# multicycle_control_fsm

**multicycle_control_fsm: gate families picked out**

Scale: 6 px per µm.
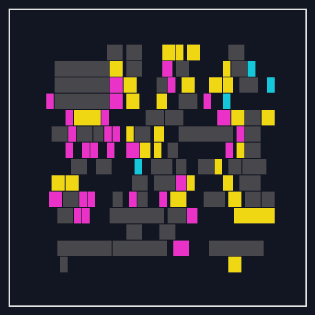

## config.mk

```make
export PLATFORM = sky130hd
export DESIGN_NAME = multicycle_control_fsm
export DESIGN_NICKNAME = d
export VERILOG_FILES = /design/src/rtl/riscv_ctrl_pkg.sv /design/src/rtl/opcode_classifier.sv /design/src/rtl/multicycle_control_fsm.sv
export SDC_FILE = /design/constraint.sdc
export NUM_CORES = 1
export LEC_CHECK = 0
export CAP_MARGIN = 10
export CORE_MARGIN = 5
export CORE_UTILIZATION = 50
export DETAILED_ROUTE_END_ITERATION = 10
export DONT_BUFFER_PORTS = 1
export SLEW_MARGIN = 30
export SYNTH_ARGS = -nofsm -noshare
export SYNTH_HDL_FRONTEND = slang
export SYNTH_SLANG_ARGS = --single-unit
```

## constraint.sdc

```tcl
create_clock -name clk -period 3.1 [get_ports clk]
set_input_delay 0.465 -clock clk [delete_from_list [all_inputs] [get_ports clk]]
set_output_delay 0.465 -clock clk [all_outputs]
set_load 0.03 [all_outputs]
```

## src/rtl/riscv_ctrl_pkg.sv

```systemverilog
// riscv_ctrl_pkg: state, opcode[6:2] and datapath mux encodings for the multi-cycle controller
package riscv_ctrl_pkg;
  typedef enum logic [2:0] {
    ST_FETCH  = 3'd0,
    ST_DECODE = 3'd1,
    ST_EXEC   = 3'd2,
    ST_MEM    = 3'd3,
    ST_WB     = 3'd4,
    ST_HALT   = 3'd5
  } state_e;
  localparam logic [4:0] OPC_LOAD   = 5'b00000;
  localparam logic [4:0] OPC_FENCE  = 5'b00011;
  localparam logic [4:0] OPC_OPIMM  = 5'b00100;
  localparam logic [4:0] OPC_AUIPC  = 5'b00101;
  localparam logic [4:0] OPC_STORE  = 5'b01000;
  localparam logic [4:0] OPC_OP     = 5'b01100;
  localparam logic [4:0] OPC_LUI    = 5'b01101;
  localparam logic [4:0] OPC_BRANCH = 5'b11000;
  localparam logic [4:0] OPC_JALR   = 5'b11001;
  localparam logic [4:0] OPC_JAL    = 5'b11011;
  localparam logic [1:0] WB_ALU      = 2'b00;
  localparam logic [1:0] WB_MEM      = 2'b01;
  localparam logic [1:0] WB_PC4      = 2'b10;
  localparam logic [1:0] SRCA_RS1    = 2'b00;
  localparam logic [1:0] SRCA_PC     = 2'b01;
  localparam logic [1:0] SRCA_ZERO   = 2'b10;
  localparam logic [1:0] ALUOP_ADD   = 2'b00;
  localparam logic [1:0] ALUOP_BR    = 2'b01;
  localparam logic [1:0] ALUOP_FUNCT = 2'b10;
  localparam logic [1:0] PC_PLUS4    = 2'b00;
  localparam logic [1:0] PC_IMM      = 2'b01;
  localparam logic [1:0] PC_REG      = 2'b10;
endpackage

```

## src/rtl/opcode_classifier.sv

```systemverilog
// opcode_classifier: combinational decode of opcode[6:2] into instruction-class flags
module opcode_classifier
  import riscv_ctrl_pkg::*;
(
  input  logic [4:0] op_i,
  output logic       legal_o,
  output logic       is_load_o,
  output logic       is_store_o,
  output logic       is_branch_o,
  output logic       is_jal_o,
  output logic       is_jalr_o,
  output logic       uses_imm_o,
  output logic       is_fence_o
);
  always_comb begin
    legal_o     = op_i inside {OPC_OPIMM, OPC_LOAD, OPC_STORE, OPC_BRANCH, OPC_JAL,
                               OPC_JALR, OPC_AUIPC, OPC_LUI, OPC_OP, OPC_FENCE};
    is_load_o   = op_i == OPC_LOAD;
    is_store_o  = op_i == OPC_STORE;
    is_branch_o = op_i == OPC_BRANCH;
    is_jal_o    = op_i == OPC_JAL;
    is_jalr_o   = op_i == OPC_JALR;
    uses_imm_o  = op_i inside {OPC_OPIMM, OPC_LOAD, OPC_STORE, OPC_LUI, OPC_AUIPC,
                               OPC_JAL, OPC_JALR};
    is_fence_o  = op_i == OPC_FENCE;
  end
endmodule

```

## src/rtl/multicycle_control_fsm.sv

```systemverilog
// multicycle_control_fsm: FETCH/DECODE/EXEC/MEM/WB sequencer; define ILLEGAL_OP_HALT_EN to halt on illegal opcodes
module multicycle_control_fsm
  import riscv_ctrl_pkg::*;
(
  input  logic       clk,
  input  logic       rst,
  input  logic [6:0] opcode,
  input  logic       branch_taken,
  input  logic       imem_ready,
  input  logic       dmem_ready,
  output logic       imem_req,
  output logic       ir_write,
  output logic       dmem_req,
  output logic       dmem_we,
  output logic       reg_write,
  output logic [1:0] wb_sel,
  output logic [1:0] alu_src_a,
  output logic       alu_src_b,
  output logic [1:0] alu_op,
  output logic [4:0] imm_sel,
  output logic       pc_write,
  output logic [1:0] pc_src,
  output logic       halted,
  output logic [2:0] state_dbg
);
`ifdef ILLEGAL_OP_HALT_EN
  localparam state_e ILL_NXT = ST_HALT;
  localparam logic   ILL_NOP = 1'b0;
`else
  localparam state_e ILL_NXT = ST_FETCH;
  localparam logic   ILL_NOP = 1'b1;
`endif
  state_e     state_q, state_d;
  logic [4:0] op_q, op_d;
  logic       legal, is_load, is_store, is_branch, is_jal, is_jalr, uses_imm, is_fence;
  logic       run, dec_ok, alu_act, dec_nop, br_exec, st_done, in_wb;
  // DECODE classifies the live opcode; later states use the latched copy
  assign op_d   = (state_q == ST_DECODE) ? opcode[6:2] : op_q;
  assign dec_ok = legal & (&opcode[1:0]);
  opcode_classifier u_cls (
    .op_i       (op_d),
    .legal_o    (legal),
    .is_load_o  (is_load),
    .is_store_o (is_store),
    .is_branch_o(is_branch),
    .is_jal_o   (is_jal),
    .is_jalr_o  (is_jalr),
    .uses_imm_o (uses_imm),
    .is_fence_o (is_fence)
  );
  always_ff @(posedge clk or posedge rst) begin
    if (rst) begin
      state_q <= ST_FETCH;
      op_q    <= '0;
    end else begin
      state_q <= state_d;
      op_q    <= op_d;
    end
  end
  always_comb begin
    state_d = state_q;
    case (state_q)
      ST_FETCH:  state_d = imem_ready ? ST_DECODE : ST_FETCH;
      ST_DECODE: state_d = !dec_ok ? ILL_NXT : is_fence ? ST_FETCH : ST_EXEC;
      ST_EXEC:   state_d = (is_load | is_store) ? ST_MEM : is_branch ? ST_FETCH : ST_WB;
      ST_MEM:    state_d = !dmem_ready ? ST_MEM : is_load ? ST_WB : ST_FETCH;
      ST_WB:     state_d = ST_FETCH;
      ST_HALT:   state_d = ST_HALT;
      default:   state_d = ST_FETCH;
    endcase
  end
  // reset masks every output so an in-flight request drops immediately
  assign run     = ~rst;
  assign alu_act = run & (state_q inside {ST_EXEC, ST_MEM, ST_WB});
  assign dec_nop = run & (state_q == ST_DECODE) & (dec_ok ? is_fence : ILL_NOP);
  assign br_exec = run & (state_q == ST_EXEC) & is_branch;
  assign st_done = run & (state_q == ST_MEM) & dmem_ready & is_store;
  assign in_wb   = run & (state_q == ST_WB);
  always_comb begin
    imem_req  = run & (state_q == ST_FETCH);
    ir_write  = imem_req & imem_ready;
    dmem_req  = run & (state_q == ST_MEM);
    dmem_we   = dmem_req & is_store;
    reg_write = in_wb;
    wb_sel    = !in_wb ? WB_ALU : is_load ? WB_MEM : (is_jal | is_jalr) ? WB_PC4 : WB_ALU;
    alu_src_a = !alu_act ? SRCA_RS1 : (op_q == OPC_LUI) ? SRCA_ZERO :
                (op_q == OPC_AUIPC) ? SRCA_PC : SRCA_RS1;
    alu_src_b = alu_act & uses_imm;
    alu_op    = !alu_act ? ALUOP_ADD : (op_q inside {OPC_OP, OPC_OPIMM}) ? ALUOP_FUNCT :
                is_branch ? ALUOP_BR : ALUOP_ADD;
    imm_sel   = run ? op_q : 5'd0;
    pc_write  = dec_nop | br_exec | st_done | in_wb;
    pc_src    = (br_exec & branch_taken) ? PC_IMM : (in_wb & is_jal) ? PC_IMM :
                (in_wb & is_jalr) ? PC_REG : PC_PLUS4;
`ifdef ILLEGAL_OP_HALT_EN
    halted    = run & (state_q == ST_HALT);
`else
    halted    = 1'b0;
`endif
    state_dbg = run ? 3'(state_q) : 3'd0;
  end
endmodule

```

# kyber_bf_addsub

<file path="src/rtl/kyber_bf_addsub.sv">
// Kyber NTT butterfly add/sub: two-stage modular add/sub feeding an output FIFO with count-based backpressure.
// Optional KYBER_BF_HALVE_EN: inverse-pass entries (inv=1) are also multiplied by 2^-1 mod Q.
module kyber_bf_addsub #(
  parameter int W          = 12,
  parameter int Q          = 3329,
  parameter int FIFO_DEPTH = 4
) (
  input  logic         clk,
  input  logic         rst_n,
  input  logic         in_valid,
  output logic         in_ready,
  input  logic [W-1:0] in_a,
  input  logic [W-1:0] in_t,
  input  logic         in_inv,
  output logic         out_valid,
  input  logic         out_ready,
  output logic [W-1:0] out_sum,
  output logic [W-1:0] out_diff
);

  localparam int AW = $clog2(FIFO_DEPTH);
  localparam int CW = $clog2(FIFO_DEPTH + 1);
  localparam logic [W:0]    Q_W1    = (W+1)'(Q);
  localparam logic [CW-1:0] DEPTH_C = CW'(FIFO_DEPTH);

  logic          accept;
  logic          pop;
  logic          s1_valid_reg;
  logic          s1_inv_reg;
  logic [W:0]    s1_sum_reg;
  logic [W:0]    s1_diff_reg;
  logic [W-1:0]  sum_corr;
  logic [W-1:0]  diff_corr;
  logic [W-1:0]  sum_fin;
  logic [W-1:0]  diff_fin;
  logic [AW:0]   wr_ptr_reg;
  logic [AW:0]   rd_ptr_reg;
  logic [CW-1:0] count_reg;
  logic [CW-1:0] count_next;
  logic [W-1:0]  mem_sum  [FIFO_DEPTH];
  logic [W-1:0]  mem_diff [FIFO_DEPTH];

  // x * 2^-1 mod Q: add Q to odd values so the shift is exact
  function automatic logic [W-1:0] halve(input logic [W-1:0] x);
    logic [W:0] t;
    t = x[0] ? ({1'b0, x} + Q_W1) : {1'b0, x};
    return W'(t >> 1);
  endfunction

  assign accept    = in_valid && in_ready;
  assign out_valid = (wr_ptr_reg != rd_ptr_reg);
  assign pop       = out_valid && out_ready;
  assign in_ready  = (count_reg < DEPTH_C);

  // Stage 1: raw sum (unsigned) and raw diff (two's complement), both W+1 bits
  always_ff @(posedge clk or negedge rst_n) begin
    if (!rst_n) begin
      s1_valid_reg <= 1'b0;
    end else begin
      s1_valid_reg <= accept;
    end
  end

  always_ff @(posedge clk) begin
    if (accept) begin
      s1_sum_reg  <= {1'b0, in_a} + {1'b0, in_t};
      s1_diff_reg <= {1'b0, in_a} - {1'b0, in_t};
      s1_inv_reg  <= in_inv;
    end
  end

  // Stage 2 correction; the FIFO slot itself is the stage-2 register
  always_comb begin
    sum_corr  = W'((s1_sum_reg >= Q_W1) ? (s1_sum_reg - Q_W1) : s1_sum_reg);
    diff_corr = W'(s1_diff_reg[W] ? (s1_diff_reg + Q_W1) : s1_diff_reg);
`ifdef KYBER_BF_HALVE_EN
    sum_fin   = s1_inv_reg ? halve(sum_corr)  : sum_corr;
    diff_fin  = s1_inv_reg ? halve(diff_corr) : diff_corr;
`else
    // inv still travels with the entry but selects identical values here
    sum_fin   = s1_inv_reg ? sum_corr  : sum_corr;
    diff_fin  = s1_inv_reg ? diff_corr : diff_corr;
`endif
  end

  always_ff @(posedge clk) begin
    if (s1_valid_reg) begin
      mem_sum[wr_ptr_reg[AW-1:0]]  <= sum_fin;
      mem_diff[wr_ptr_reg[AW-1:0]] <= diff_fin;
    end
  end

  // Count covers stage 1 plus FIFO entries, so a write never finds the FIFO full
  always_comb begin
    count_next = count_reg;
    case ({accept, pop})
      2'b10:   count_next = count_reg + CW'(1);
      2'b01:   count_next = count_reg - CW'(1);
      default: count_next = count_reg;
    endcase
  end

  always_ff @(posedge clk or negedge rst_n) begin
    if (!rst_n) begin
      wr_ptr_reg <= '0;
      rd_ptr_reg <= '0;
      count_reg  <= '0;
    end else begin
      if (s1_valid_reg) wr_ptr_reg <= wr_ptr_reg + 1'b1;
      if (pop)          rd_ptr_reg <= rd_ptr_reg + 1'b1;
      count_reg <= count_next;
    end
  end

  assign out_sum  = out_valid ? mem_sum[rd_ptr_reg[AW-1:0]]  : '0;
  assign out_diff = out_valid ? mem_diff[rd_ptr_reg[AW-1:0]] : '0;

endmodule

</file>
<file path="config.mk">
export PLATFORM = sky130hd
export DESIGN_NAME = kyber_bf_addsub
export DESIGN_NICKNAME = d
export VERILOG_FILES = /design/src/rtl/kyber_bf_addsub.sv
export SDC_FILE = /design/constraint.sdc
export NUM_CORES = 1
export LEC_CHECK = 0
export CORE_ASPECT_RATIO = 1.1
export CORE_MARGIN = 2
export CORE_UTILIZATION = 55
export DETAILED_ROUTE_END_ITERATION = 10
export GPL_TIMING_DRIVEN = 0
export PLACE_DENSITY = 0.87
export SLEW_MARGIN = 5
export SYNTH_ARGS = -nofsm -noshare
export SYNTH_HDL_FRONTEND = slang
export SYNTH_SLANG_ARGS = --single-unit
</file>
<file path="constraint.sdc">
create_clock -name clk -period 3.85 [get_ports clk]
set_input_delay 0.77 -clock clk [delete_from_list [all_inputs] [get_ports clk]]
set_output_delay 0.77 -clock clk [all_outputs]
set_load 0.02 [all_outputs]
</file>
# sync_fifo_w32_d32

## src/rtl/sync_fifo_pkg.sv

```systemverilog
// Shared sizing constants for the 32x32 single-clock FIFO.
// CNT_W is one bit wider than the pointers so the count can hold the value DEPTH.
package sync_fifo_pkg;

    localparam int DATA_W = 32;
    localparam int DEPTH  = 32;
    localparam int ADDR_W = 5;
    localparam int CNT_W  = ADDR_W + 1;

endpackage : sync_fifo_pkg

```

## src/rtl/fifo_mem_32x32.sv

```systemverilog
// Simple dual-port storage: synchronous write plus a registered, enable-gated read.
// Only the read register is reset; the array keeps its contents across reset.
module fifo_mem_32x32
    import sync_fifo_pkg::*;
(
    input  logic              clk,
    input  logic              rst_n,
    input  logic              wr_en,
    input  logic [ADDR_W-1:0] wr_addr,
    input  logic [DATA_W-1:0] wr_data,
    input  logic              rd_en,
    input  logic [ADDR_W-1:0] rd_addr,
    output logic [DATA_W-1:0] rd_data
);

    logic [DATA_W-1:0] mem_q [DEPTH];
    logic [DATA_W-1:0] rd_data_d;
    logic [DATA_W-1:0] rd_data_q;

    always_ff @(posedge clk) begin
        if (wr_en) begin
            mem_q[wr_addr] <= wr_data;
        end
    end

    // The read word is held whenever no read is accepted.
    always_comb begin
        rd_data_d = rd_data_q;
        if (rd_en) begin
            rd_data_d = mem_q[rd_addr];
        end
    end

    always_ff @(posedge clk) begin
        if (!rst_n) begin
            rd_data_q <= '0;
        end else begin
            rd_data_q <= rd_data_d;
        end
    end

    assign rd_data = rd_data_q;

endmodule : fifo_mem_32x32

```

## src/rtl/sync_fifo_w32_d32.sv

```systemverilog
// Single-clock FIFO, 32 words of 32 bits, with registered read data and flags.
// Pointers, occupancy count and full/empty flags live here; storage is in fifo_mem_32x32.
module sync_fifo_w32_d32
    import sync_fifo_pkg::*;
(
    input  logic              clk,
    input  logic              rst_n,
    input  logic              i_wr,
    input  logic [DATA_W-1:0] i_data,
    output logic              o_fifo_empty,
    input  logic              i_rd,
    output logic [DATA_W-1:0] o_data,
    output logic              o_fifo_full
);

    logic              wr_en;
    logic              rd_en;

    logic [ADDR_W-1:0] wr_ptr_d;
    logic [ADDR_W-1:0] wr_ptr_q;
    logic [ADDR_W-1:0] rd_ptr_d;
    logic [ADDR_W-1:0] rd_ptr_q;
    logic [CNT_W-1:0]  count_d;
    logic [CNT_W-1:0]  count_q;
    logic              full_d;
    logic              full_q;
    logic              empty_d;
    logic              empty_q;

    // Accepts are qualified by the registered flags, so a write while full
    // and a read while empty are dropped without touching any state.
    assign wr_en = i_wr & ~full_q;
    assign rd_en = i_rd & ~empty_q;

    always_comb begin
        wr_ptr_d = wr_ptr_q;
        rd_ptr_d = rd_ptr_q;
        count_d  = count_q;

        if (wr_en) begin
            wr_ptr_d = wr_ptr_q + ADDR_W'(1);
        end
        if (rd_en) begin
            rd_ptr_d = rd_ptr_q + ADDR_W'(1);
        end

        case ({wr_en, rd_en})
            2'b10:   count_d = count_q + CNT_W'(1);
            2'b01:   count_d = count_q - CNT_W'(1);
            default: count_d = count_q;
        endcase

        full_d  = (count_d == CNT_W'(DEPTH));
        empty_d = (count_d == '0);
    end

    always_ff @(posedge clk) begin
        if (!rst_n) begin
            wr_ptr_q <= '0;
            rd_ptr_q <= '0;
            count_q  <= '0;
            full_q   <= 1'b0;
            empty_q  <= 1'b1;
        end else begin
            wr_ptr_q <= wr_ptr_d;
            rd_ptr_q <= rd_ptr_d;
            count_q  <= count_d;
            full_q   <= full_d;
            empty_q  <= empty_d;
        end
    end

    fifo_mem_32x32 u_mem (
        .clk     (clk),
        .rst_n   (rst_n),
        .wr_en   (wr_en),
        .wr_addr (wr_ptr_q),
        .wr_data (i_data),
        .rd_en   (rd_en),
        .rd_addr (rd_ptr_q),
        .rd_data (o_data)
    );

    assign o_fifo_full  = full_q;
    assign o_fifo_empty = empty_q;

endmodule : sync_fifo_w32_d32

```

## config.mk

```make
export PLATFORM = sky130hd
export DESIGN_NAME = sync_fifo_w32_d32
export DESIGN_NICKNAME = d
export VERILOG_FILES = /design/src/rtl/sync_fifo_pkg.sv /design/src/rtl/fifo_mem_32x32.sv /design/src/rtl/sync_fifo_w32_d32.sv
export SDC_FILE = /design/constraint.sdc
export NUM_CORES = 1
export LEC_CHECK = 0
export CORE_UTILIZATION = 27
export CTS_BUF_LIST = sky130_fd_sc_hd__clkbuf_16
export CTS_CLUSTER_SIZE = 24
export DETAILED_ROUTE_END_ITERATION = 10
export HOLD_SLACK_MARGIN = 0.15
export PLACE_DENSITY = 0.41
export SETUP_SLACK_MARGIN = 0.2
export SLEW_MARGIN = 20
export SYNTH_ARGS = -nofsm -noshare
export SYNTH_HDL_FRONTEND = slang
export SYNTH_SLANG_ARGS = --single-unit
```

## constraint.sdc

```tcl
create_clock -name clk -period 8.6 [get_ports clk]
set_input_delay 1.29 -clock clk [delete_from_list [all_inputs] [get_ports clk]]
set_output_delay 1.29 -clock clk [all_outputs]
set_load 0.05 [all_outputs]
```

**kyber_bf_addsub: sequential cells coloured by netlist name**

Scale: 2 px per µm. Other sequential cells in the stronger grey, the rest of the logic in the fainter grey.
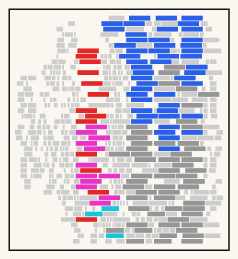
Cyan stands for `count_reg`, sequential cells 3. Blue stands for `mem_sum`, sequential cells 48. Magenta stands for `s1_diff_reg`, sequential cells 12. Red stands for `s1_sum_reg`, sequential cells 13.
Another 55 sequential cells are not coloured.
flip-flop and latch area: 3880 µm²
flop share of the area: 48.7%

==> impl_metrics.tcl, kyber_bf_addsub <==
# metrics dict for downstream scripts
set metrics [dict create \
    status "completed" \
    clockBufferCount 25 \
    fin_crit_sh_pct 95.7 \
    tritoncts "done" \
    netlist_area_um2 6690 \
    ys_sh_simple_pct 10.1 \
    ctsHoldBuffers 0 \
    initial_utilization_pct 56.1 \
    worst_path_max_delay_cell "clkdlybuf4s50_1" \
    comb_area_um2 2610 \
    grt_max_degree 27 \
    yosys_most_used_dff "edfxtp_1" \
    core-area_um2 11900 \
    ys_sh_aoi_pct 7.09 \
    rsz0062_at_grt "no" \
    ys_warn_count 0 \
    cap_violations 0 \
    cp_cell_sequence "clkbuf_1 -> clkbuf_1 -> mux4_2 -> nor2b_1 -> clkdlybuf4s50_1" \
    drt_iter0_drc 248 \
    diodes 0 \
    common_cells "121 x edfxtp_1, 38 x nor2b_1, 36 x inv_1" \
    xor_area_share_pct 5.89 \
    fp_nets 549 \
    fin_cells 723 \
    ctsRootBufferMaster "clkbuf_16" \
]
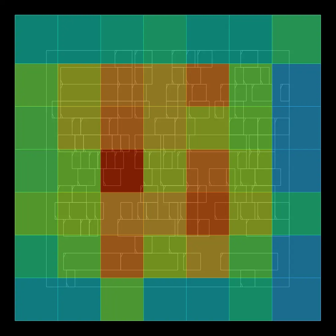
**Above:** multicycle_control_fsm (track usage over the die).
gr usage total: 17.5%
met2 GRT Util: 24.7%
wire per inst: 16.5 µm

## Picture notes: 'gate families picked out' of multicycle_control_fsm
Cyan stands for inverters, cells 4. Yellow stands for NOR gates, cells 28. Magenta stands for NAND gates, cells 29.
Commonest Layout Cell: nand2_1
Comb area share: 60.1%
final cell count without fillers: 125

==> impl_metrics.tcl, multicycle_control_fsm <==
# metrics dict for downstream scripts
set metrics [dict create \
    top_area_cell "dfrtp_1" \
    taps 16 \
    diodes 0 \
    top_usage_layer "met2" \
    worst_r2r_path_depth 4 \
    drt_iter0_drc 19 \
    topCellsByArea "dfrtp_1 26%, nand2_1 9.8%, nor2b_1 7.3%, buf_6 4.4%, nor2_1 3.4%" \
    stdcell_area_um2 833 \
    drive_above_1_share_pct 15.6 \
    gr-total-overflow 0 \
    rsz0062_at_grt "no" \
    pre_cts_ws_ns 0.747 \
    layout_setup_ws_ns 0.459 \
    slew_violations 0 \
    max_stage_delay_ns 0.55 \
    syn_inst 103 \
    syn_to_final_growth_pct 8.29 \
    status "completed" \
    num-fill-cells 157 \
]
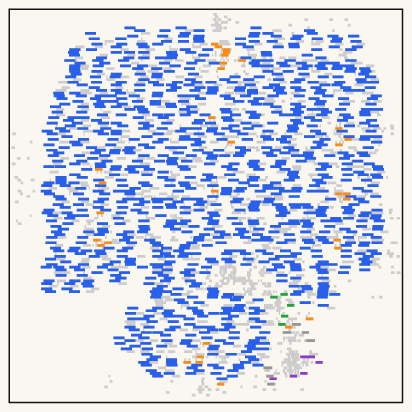
**Above:** sync_fifo_w32_d32 (sequential cells coloured by netlist name).
Scale: 1 px per µm. Other sequential cells in the stronger grey, the rest of the logic in the fainter grey.
Purple stands for `count_q`, sequential cells 6, where bottom right. Orange stands for `u_mem.rd_data`, sequential cells 32, where all over the die. Green stands for `wr_ptr_q`, sequential cells 5. Blue stands for `u_mem.mem_q`, sequential cells 1024, where all over the die.
Another 7 sequential cells are not coloured.
sequential power: 5.88 mW
fin util: 32.1%
flip-flop and latch area: 31800 µm²
flop share of the area: 65.7%

==> impl_metrics.tcl, sync_fifo_w32_d32 <==
# metrics dict for downstream scripts
set metrics [dict create \
    status "completed" \
    synth_cell_types 49 \
    cts.repair.resized 0 \
    dp_cells 3865 \
    pg_comb_mw 1.54 \
    crit_cells 7 \
    pre_cts_ws_ns 4.35 \
    slew_violations 0 \
    ctsHoldBuffers 0 \
    power-top-group "registers" \
    holdCritStartpoint "u_mem.rd_data[27]" \
    cp-endpoint "u_mem.rd_data[0]" \
    wl_met2_um 50500 \
    fin_crit_sh_pct 40.4 \
    final-clk-cell-share_pct 7.73 \
    ioPinCount 70 \
    netlist_area_um2 41000 \
    antenna_found_initial 6 \
    nonClkBufAreaFrac_pct 2.80 \
    edf_count 1024 \
    power-per-cell-area_nw_per_um2 254 \
    yosys_most_used_dff "edfxtp_1" \
]

==> layout pictures side by side <==
Close-up of the layout.
picture 1
Window x 183 to 208, y 105 to 130 µm. Cells in grey, sequential cells in the stronger grey; small squares are vias.
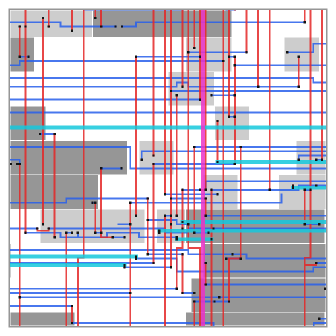
picture 2
Window x 42 to 67, y 23 to 48 µm. Cells in grey, sequential cells in the stronger grey; small squares are vias.
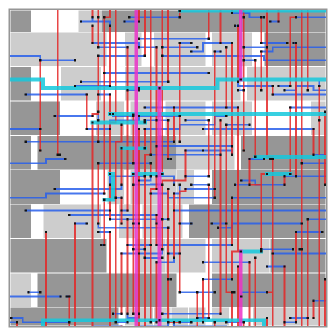
picture 3
Window x 12 to 37, y 2 to 27 µm. Cells in grey, sequential cells in the stronger grey; small squares are vias.
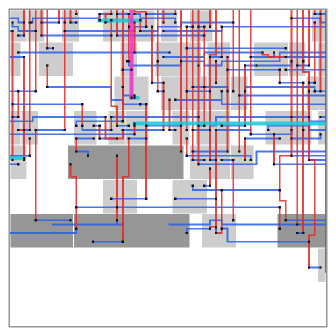
| picture | from |
|---|---|
| picture 2 | kyber_bf_addsub |
| picture 1 | sync_fifo_w32_d32 |
| picture 3 | multicycle_control_fsm |



==> notes/layouts.md <==
Pictures saved along the way, in no particular order.

Pin placement.
panel A
Scale: 4 px per µm. Pins as bars across the die edge, other pins in grey.
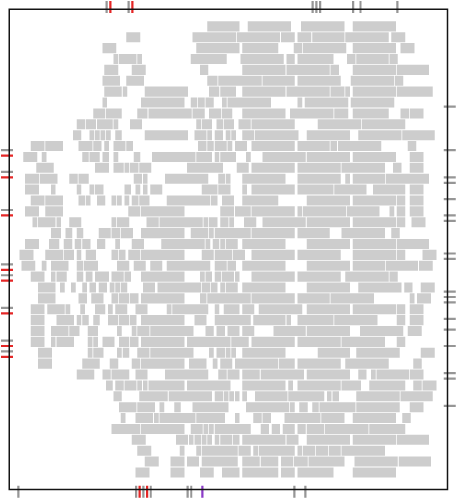
panel B
Scale: 1 px per µm. Pins as bars across the die edge, other pins in grey.
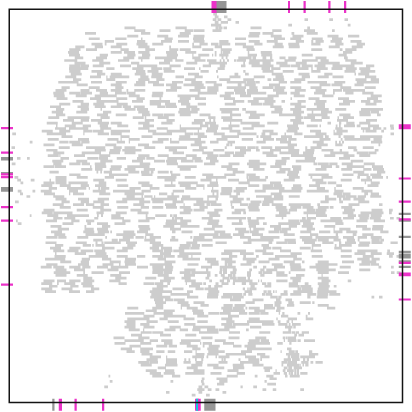
panel C
Scale: 10 px per µm. Pins as bars across the die edge, other pins in grey.
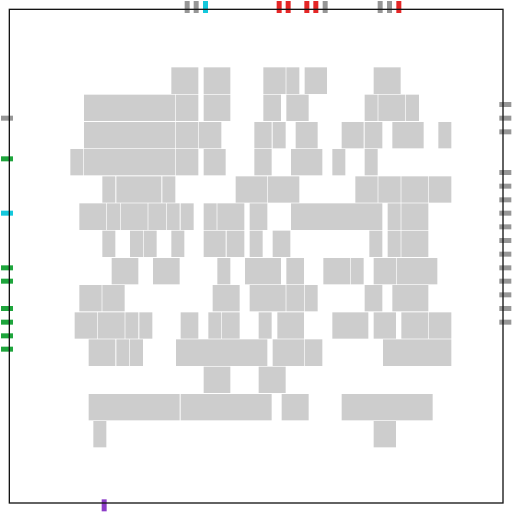
For kyber_bf_addsub, see panel A.
For multicycle_control_fsm, see panel C.
For sync_fifo_w32_d32, see panel B.

Key to panel A:
Red stands for `in_a`, pins 12, direction input, edge 8 left, 2 bottom, 2 top. Purple stands for `rst_n`, pins 1, direction input, edge bottom.
All pins by edge: 18 right, 16 left, 11 bottom, 10 top.

Power is estimated from default activity; no workload was simulated.
